==================== sd_scaler_bank
==> sd_scaler_bank/final_clocks.png <==
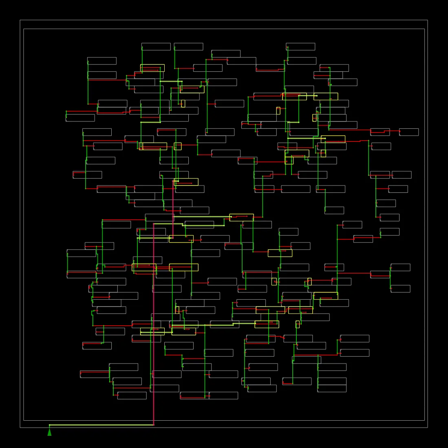

$ cat src/rtl/sd_scaler_bank.sv
// Per-channel sigma-delta bit to signed level mapper, streamed out one channel per handshake.
// Define SD_SCALER_OFFSET_EN to add a per-channel offset table with a saturating adder.
module sd_scaler_bank #(
   parameter int  N = 4,
   parameter int  W = 16,
   parameter int  Q = 14,
   parameter real V = 1.0,
   localparam int CW = $clog2(N)
) (
   input  logic                clk,
   input  logic                reset,
   input  logic                in_valid,
   input  logic [N-1:0]        in,
   input  logic                cfg_we,
   input  logic [CW-1:0]       cfg_ch,
   input  logic signed [W-1:0] cfg_pos,
   input  logic signed [W-1:0] cfg_neg,
`ifdef SD_SCALER_OFFSET_EN
   input  logic signed [W-1:0] cfg_off,
`endif
   output logic                out_valid,
   input  logic                out_ready,
   output logic signed [W-1:0] out_data,
   output logic [CW-1:0]       out_ch,
   output logic                out_last,
   output logic                overrun
);

   localparam int VP_I = $rtoi(V * (2.0 ** Q));
   localparam int VN_I = -VP_I;
   localparam logic signed [W-1:0] V_POS = W'(VP_I);
   localparam logic signed [W-1:0] V_NEG = W'(VN_I);

   localparam logic [0:0] IDLE = 1'b0;
   localparam logic [0:0] SEND = 1'b1;
   localparam logic [CW-1:0] LAST_CH = CW'(N-1);

   logic [0:0]          state;
   logic [N-1:0]        frame;
   logic signed [W-1:0] pos_tbl [N];
   logic signed [W-1:0] neg_tbl [N];
   logic                cfg_hit;
   logic                is_last;
   logic                new_frame;
   logic                load;
   logic                ld_bit;
   logic [CW-1:0]       ld_ch;
   logic signed [W-1:0] ld_level;
   logic signed [W-1:0] ld_data;

   // cfg_ch fits in CW+1 bits alongside N, so the range check needs no sign games.
   assign cfg_hit = cfg_we && ({1'b0, cfg_ch} < (CW+1)'(N));

   // A new frame is taken from IDLE, or on the final handshake when a strobe coincides.
   always_comb begin
      is_last   = (out_ch == LAST_CH);
      new_frame = 1'b0;
      load      = 1'b0;
      if (state == IDLE) begin
         new_frame = in_valid;
         load      = in_valid;
      end else if (out_ready) begin
         new_frame = is_last && in_valid;
         load      = !is_last || in_valid;
      end
      ld_ch    = new_frame ? '0 : out_ch + CW'(1);
      ld_bit   = new_frame ? in[0] : frame[ld_ch];
      ld_level = ld_bit ? pos_tbl[ld_ch] : neg_tbl[ld_ch];
   end

`ifdef SD_SCALER_OFFSET_EN
   logic signed [W-1:0] off_tbl [N];
   logic signed [W:0]   sum;

   // Overflow shows up as disagreement between the two top bits of the widened sum.
   always_comb begin
      sum = {ld_level[W-1], ld_level} + {off_tbl[ld_ch][W-1], off_tbl[ld_ch]};
      if (sum[W] != sum[W-1])
         ld_data = sum[W] ? {1'b1, {(W-1){1'b0}}} : {1'b0, {(W-1){1'b1}}};
      else
         ld_data = sum[W-1:0];
   end
`else
   assign ld_data = ld_level;
`endif

   always_ff @(posedge clk) begin
      if (reset) begin
         state     <= IDLE;
         frame     <= '0;
         out_valid <= 1'b0;
         out_data  <= '0;
         out_ch    <= '0;
         out_last  <= 1'b0;
         overrun   <= 1'b0;
         for (int k = 0; k < N; k++) begin
            pos_tbl[k] <= V_POS;
            neg_tbl[k] <= V_NEG;
`ifdef SD_SCALER_OFFSET_EN
            off_tbl[k] <= '0;
`endif
         end
      end else begin
         overrun <= (state == SEND) && in_valid && !(out_ready && is_last);
         // Table reads above use the pre-write values, so a same-cycle load sees the old level.
         if (cfg_hit) begin
            pos_tbl[cfg_ch] <= cfg_pos;
            neg_tbl[cfg_ch] <= cfg_neg;
`ifdef SD_SCALER_OFFSET_EN
            off_tbl[cfg_ch] <= cfg_off;
`endif
         end
         if (new_frame)
            frame <= in;
         if (load) begin
            out_data  <= ld_data;
            out_ch    <= ld_ch;
            out_last  <= (ld_ch == LAST_CH);
            out_valid <= 1'b1;
            state     <= SEND;
         end else if ((state == SEND) && out_ready) begin
            out_valid <= 1'b0;
            state     <= IDLE;
         end
      end
   end

endmodule

$ cat config.mk
export PLATFORM = sky130hd
export DESIGN_NAME = sd_scaler_bank
export DESIGN_NICKNAME = d
export VERILOG_FILES = /design/src/rtl/sd_scaler_bank.sv
export SDC_FILE = /design/constraint.sdc
export NUM_CORES = 1
export LEC_CHECK = 0
export ABC_AREA = 1
export CORE_UTILIZATION = 31
export DETAILED_ROUTE_END_ITERATION = 8
export GPL_ROUTABILITY_DRIVEN = 0
export PLACE_DENSITY = 0.47
export SLEW_MARGIN = 20
export SYNTH_ARGS = -nofsm -noshare
export SYNTH_HDL_FRONTEND = slang
export SYNTH_SLANG_ARGS = --single-unit
$ cat constraint.sdc
create_clock -name clk -period 4.8 [get_ports clk]
set_clock_uncertainty 0.15 [all_clocks]
set_input_delay 0.96 -clock clk [delete_from_list [all_inputs] [get_ports clk]]
set_output_delay 0.96 -clock clk [all_outputs]
set_load 0.1 [all_outputs]
==================== div_iter
File: config.mk
export PLATFORM = sky130hd
export DESIGN_NAME = div_iter
export DESIGN_NICKNAME = d
export VERILOG_FILES = /design/src/rtl/div_iter.sv
export SDC_FILE = /design/constraint.sdc
export NUM_CORES = 1
export LEC_CHECK = 0
export CORE_ASPECT_RATIO = 1.25
export CORE_MARGIN = 2
export CORE_UTILIZATION = 35
export CTS_CLUSTER_DIAMETER = 30
export DETAILED_ROUTE_END_ITERATION = 8
export GPL_ROUTABILITY_DRIVEN = 0
export HOLD_SLACK_MARGIN = 0.1
export PLACE_DENSITY = 0.68
export SLEW_MARGIN = 0
export SYNTH_ARGS = -nofsm -noshare
export SYNTH_HDL_FRONTEND = slang
export SYNTH_SLANG_ARGS = --single-unit
File: constraint.sdc
create_clock -name clk -period 5.5 [get_ports clk]
set_clock_uncertainty 0.1 [all_clocks]
set_input_delay 1.1 -clock clk [delete_from_list [all_inputs] [get_ports clk]]
set_output_delay 1.1 -clock clk [all_outputs]
set_load 0.05 [all_outputs]
File: src/rtl/div_iter.sv
// Iterative radix-2 restoring divider (signed/unsigned) that stalls the EX stage while computing.
// Optional DIV_ZERO_SHORTCUT_EN: a zero divisor or dividend skips the iteration and goes straight to sign fix-up.
module div_iter #(
    parameter int WIDTH = 32
) (
    input  logic               clk,
    input  logic               rst,
    input  logic               div_en,
    input  logic               is_signed,
    input  logic [WIDTH-1:0]   a,
    input  logic [WIDTH-1:0]   b,
    input  logic               stallE,
    input  logic               flush,
    output logic               div_stall,
    output logic [2*WIDTH-1:0] result,
    output logic               result_valid
);

    localparam int CW = $clog2(WIDTH) + 1;

    typedef enum logic [1:0] {
        IDLE = 2'd0,
        BUSY = 2'd1,
        SIGN = 2'd2,
        DONE = 2'd3
    } state_t;

    state_t             r_state;
    logic [CW-1:0]      r_cnt;
    logic [WIDTH-1:0]   r_rem;
    logic [WIDTH-1:0]   r_quo;
    logic [WIDTH-1:0]   r_div;
    logic               r_sign_q;
    logic               r_sign_r;
    logic [2*WIDTH-1:0] r_result;
    logic               r_result_valid;

    logic               w_neg_a;
    logic               w_neg_b;
    logic [WIDTH-1:0]   w_abs_a;
    logic [WIDTH-1:0]   w_abs_b;
    logic [WIDTH:0]     w_shift;
    logic [WIDTH:0]     w_diff;
    logic               w_step_ok;
    logic               w_b_zero;
    logic               w_shortcut;

    function automatic logic [WIDTH-1:0] f_neg_if(input logic [WIDTH-1:0] v, input logic neg);
        if (neg) begin
            return {WIDTH{1'b0}} - v;
        end else begin
            return v;
        end
    endfunction

    assign w_neg_a   = is_signed & a[WIDTH-1];
    assign w_neg_b   = is_signed & b[WIDTH-1];
    assign w_abs_a   = f_neg_if(a, w_neg_a);
    assign w_abs_b   = f_neg_if(b, w_neg_b);
    assign w_b_zero  = (b == {WIDTH{1'b0}});

    // The partial remainder never exceeds the divisor, so one extra bit is enough for the trial subtract.
    assign w_shift   = {r_rem, r_quo[WIDTH-1]};
    assign w_diff    = w_shift - {1'b0, r_div};
    assign w_step_ok = ~w_diff[WIDTH];

`ifdef DIV_ZERO_SHORTCUT_EN
    assign w_shortcut = w_b_zero | (a == {WIDTH{1'b0}});
`else
    assign w_shortcut = 1'b0;
`endif

    // Stall request to the hazard unit; released in DONE so only other stall sources hold EX.
    always_comb begin
        div_stall = 1'b0;
        if (rst || flush) begin
            div_stall = 1'b0;
        end else begin
            case (r_state)
                IDLE:    div_stall = div_en;
                BUSY:    div_stall = 1'b1;
                SIGN:    div_stall = 1'b1;
                DONE:    div_stall = 1'b0;
                default: div_stall = 1'b0;
            endcase
        end
    end

    // Divider state machine and datapath.
    always_ff @(posedge clk or posedge rst) begin
        if (rst) begin
            r_state        <= IDLE;
            r_cnt          <= {CW{1'b0}};
            r_rem          <= {WIDTH{1'b0}};
            r_quo          <= {WIDTH{1'b0}};
            r_div          <= {WIDTH{1'b0}};
            r_sign_q       <= 1'b0;
            r_sign_r       <= 1'b0;
            r_result       <= {(2*WIDTH){1'b0}};
            r_result_valid <= 1'b0;
        end else if (flush) begin
            r_state        <= IDLE;
            r_result_valid <= 1'b0;
        end else begin
            case (r_state)
                IDLE: begin
                    if (div_en) begin
                        r_sign_q <= w_neg_a ^ w_neg_b;
                        r_sign_r <= w_neg_a;
                        r_div    <= w_abs_b;
                        r_cnt    <= CW'(WIDTH);
                        if (w_shortcut) begin
                            r_rem   <= w_b_zero ? w_abs_a : {WIDTH{1'b0}};
                            r_quo   <= w_b_zero ? {WIDTH{1'b1}} : {WIDTH{1'b0}};
                            r_state <= SIGN;
                        end else begin
                            r_rem   <= {WIDTH{1'b0}};
                            r_quo   <= w_abs_a;
                            r_state <= BUSY;
                        end
                    end else begin
                        r_state <= IDLE;
                    end
                end
                BUSY: begin
                    if (w_step_ok) begin
                        r_rem <= w_diff[WIDTH-1:0];
                        r_quo <= {r_quo[WIDTH-2:0], 1'b1};
                    end else begin
                        r_rem <= w_shift[WIDTH-1:0];
                        r_quo <= {r_quo[WIDTH-2:0], 1'b0};
                    end
                    r_cnt <= r_cnt - {{(CW-1){1'b0}}, 1'b1};
                    if (r_cnt == {{(CW-1){1'b0}}, 1'b1}) begin
                        r_state <= SIGN;
                    end else begin
                        r_state <= BUSY;
                    end
                end
                SIGN: begin
                    r_result       <= {f_neg_if(r_rem, r_sign_r), f_neg_if(r_quo, r_sign_q)};
                    r_result_valid <= 1'b1;
                    r_state        <= DONE;
                end
                DONE: begin
                    if (!stallE) begin
                        r_result_valid <= 1'b0;
                        r_state        <= IDLE;
                    end else begin
                        r_state <= DONE;
                    end
                end
                default: begin
                    r_result_valid <= 1'b0;
                    r_state        <= IDLE;
                end
            endcase
        end
    end

    assign result       = r_result;
    assign result_valid = r_result_valid;

endmodule

==> sd_scaler_bank/cell_classes.png <==
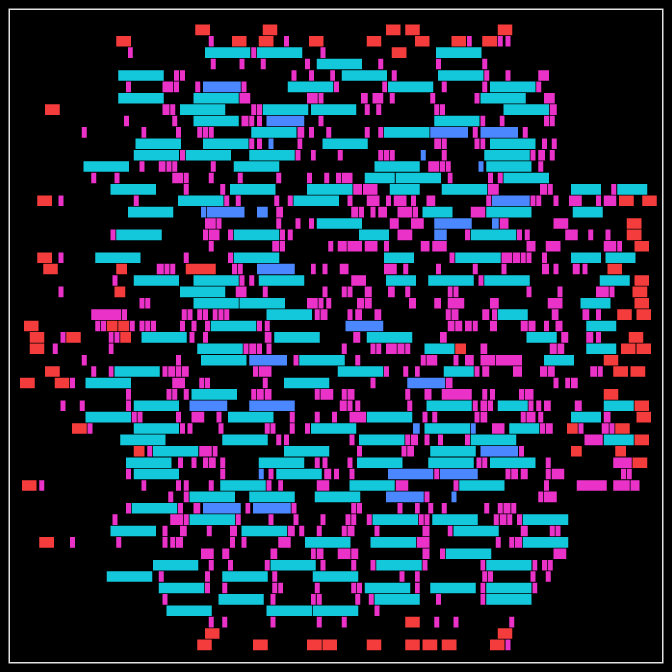
| class | color | cells | share of their area |
|---|---|---|---|
| flip-flops | cyan | 153 | 52% |
| other buffers and delay cells | red | 74 | 8.7% |
| clock drivers and dummy loads | blue | 30 | 6.4% |
| all other logic | magenta | 592 | 33% |

==> sd_scaler_bank/gate_families.png <==
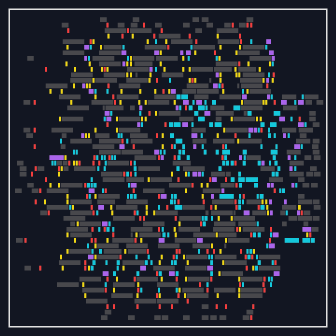
| family | color | cells |
|---|---|---|
| NOR gates | yellow | 160 |
| inverters | red | 145 |
| inverting AOI/OAI gates | purple | 76 |
| NAND gates | cyan | 210 |

## Picture notes: sd_scaler_bank/final_clocks.png
Power Clock: 1.26 mW
flop count: 153
clock latency on the worst-skew pair: 0.42 ns
clk sinks: 153

==> run_results.csv, sd_scaler_bank <==
group,metric,value,unit
detailed_routing,drc,0,
yosys,top_cells_by_count,"nor2_1, inv_1, edfxtp_1",
worst_setup_path,crit_fanout,30,
global_routing,use_met2,0.261,
yosys,simple_gate_area_frac,0.223,
timing,min_period,3.66,ns
clock_network,cts-buffers-inserted,17,
outcome,outcome,"finished, final reports clean",
place,portBuffers,63,
cells_and_area,ff_latch_area,4340,um^2
detailed_routing,drtPass1Iterations,4,
global_routing,grt_util_met3,0.0317,
timing,fmax,0.273,GHz
cells_and_area,mi_logic_area,2190,um^2
cells_and_area,areaGrowthSynthToFinish,19.3,%
pwr,irDropWorstVdd,164,uV
cells_and_area,inv_count,145,
detailed_routing,wl,18.6,mm
cells_and_area,final_area,8730,um^2
worst_setup_path,crit_top_cell,"nor2_1",
yosys,synthAdderAreaFrac,0.00171,
pwr,pg_seq,1.60,mW
global_routing,grt_use_met1,0.224,
clock_network,ctsLongestPathBuffers,2,
yosys,xor_share,0,
yosys,ys_top_cells_by_area,"edfxtp_1, nor2_1, inv_1, dfxtp_1, nand2_1",
cells_and_area,num-clock-buffers,17,
pwr,pwr-share-seq,0.439,
worst_setup_path,r2r_slack,1.81,ns
global_routing,grt_pass1_wl,29.2,mm
[sd_scaler_bank: cells by family after synthesis]
| family | count (synthesis) |
|---|---|
| compound gates | 76 |
| buf+inv | 190 |
| flops | 153 |
| fa+ha+maj | 1 |
| simple gates | 370 |
[sd_scaler_bank: sequential cells by signal, summed over array words and instances (netlist names)]
register	cells
out_ch	2
out_data	16
neg_tbl	64
overrun	1
frame	4
out_last	1
pos_tbl	64
out_valid	1
[sd_scaler_bank: worst max-delay path: cells and delay by family]
kind,cells,cell delay (ns)
and+or+nand+nor,4,1.36
buffers and inverters,5,1.30
==> div_iter/registers.png <==
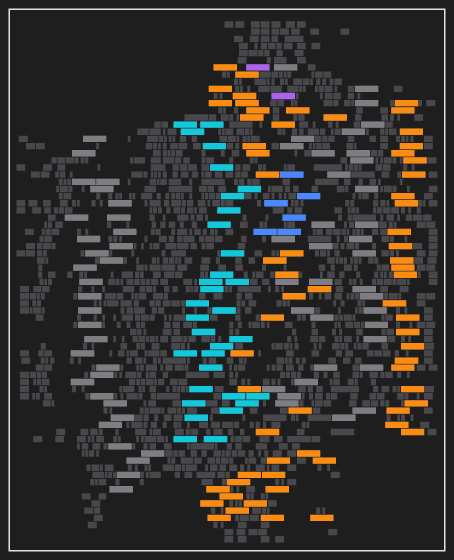
| signal | color | sequential cells |
|---|---|---|
| `r_rem` | cyan | 32 |
| `r_state` | purple | 2 |
| `r_cnt` | blue | 6 |
| `result` | orange | 64 |

==> div_iter/final_clocks.png <==
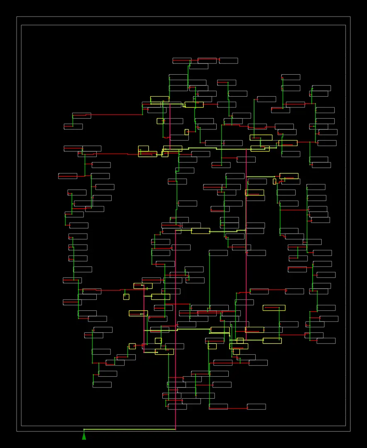
clkbuf count: 19
clk sinks: 171
Power Clock: 1.21 mW

==> run_results.csv, div_iter <==
group,metric,value,unit
clock_network,cts-root-buf,"clkbuf_16",
yosys,ys_cells,1344,
worst_setup_path,critPathTopFamily,"buffers and inverters",
yosys,ys_warn_count,0,
place,post-place-ws,1.53,ns
global_routing,grt.busiest_layer,"met2",
detailed_routing,drtPass1Iterations,5,
yosys,top_cell,"nand2_1",
clock_network,ctsLongestPathBuffers,2,
timing,fin_crit_sh,0.721,
worst_setup_path,worst_setup_path_start_kind,"primary input",
yosys,yosysUniqueCellTypes,72,
global_routing,grtUsageTotal,0.177,
timing,worst_pin_slew,1.02,ns
worst_setup_path,critPathKind,"primary input to primary output",
pwr,swShare,0.331,
cells_and_area,seq_cells,171,
yosys,simple_gate_area_frac,0.171,
pwr,p_comb,0.948,mW
cells_and_area,n_fill_cell,3093,
detailed_routing,drc,0,
pwr,cellPowerDensity,272,nW/um^2
yosys,netlist_area,11400,um^2
outcome,outcome,"finished, final reports clean",
[div_iter: final timing paths]
kind | cells after the start | slack (ns) | startpoint | endpoint
hold / removal | 2 | 0.37 | result[20] | result[20]
setup reg to reg | 12 | 1.82 | r_quo[31] | r_rem[4]
hold reg to reg | 2 | 0.37 | result[20] | result[20]
min in group asynchronous | 3 | 1.20 | rst | result_valid
setup / recovery | 3 | 1.54 | flush | div_stall
max in group asynchronous | 3 | 3.39 | rst | r_quo[12]

==> gallery <==
Routed clock nets over the placement.
Scale bar: 50 um.
(a)
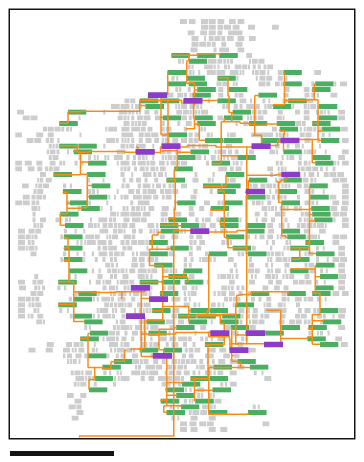
(b)
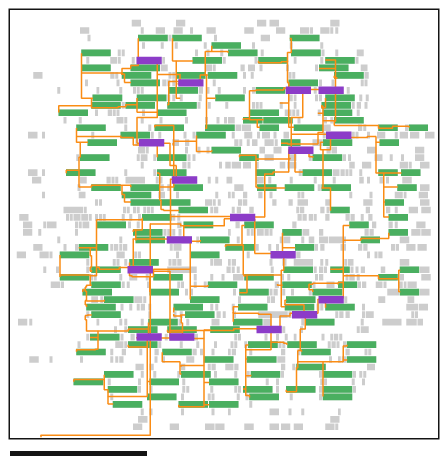
| from | picture |
|---|---|
| sd_scaler_bank | (b) |
| div_iter | (a) |
The one with the largest die is (a).

Key to (b):
[clock wires] orange | length: 2,090 um
[flip-flops] green | count: 153
[cells driving clock nets] purple | count: 17
routed clock nets: 18


Power and IR drop assume default switching activity.
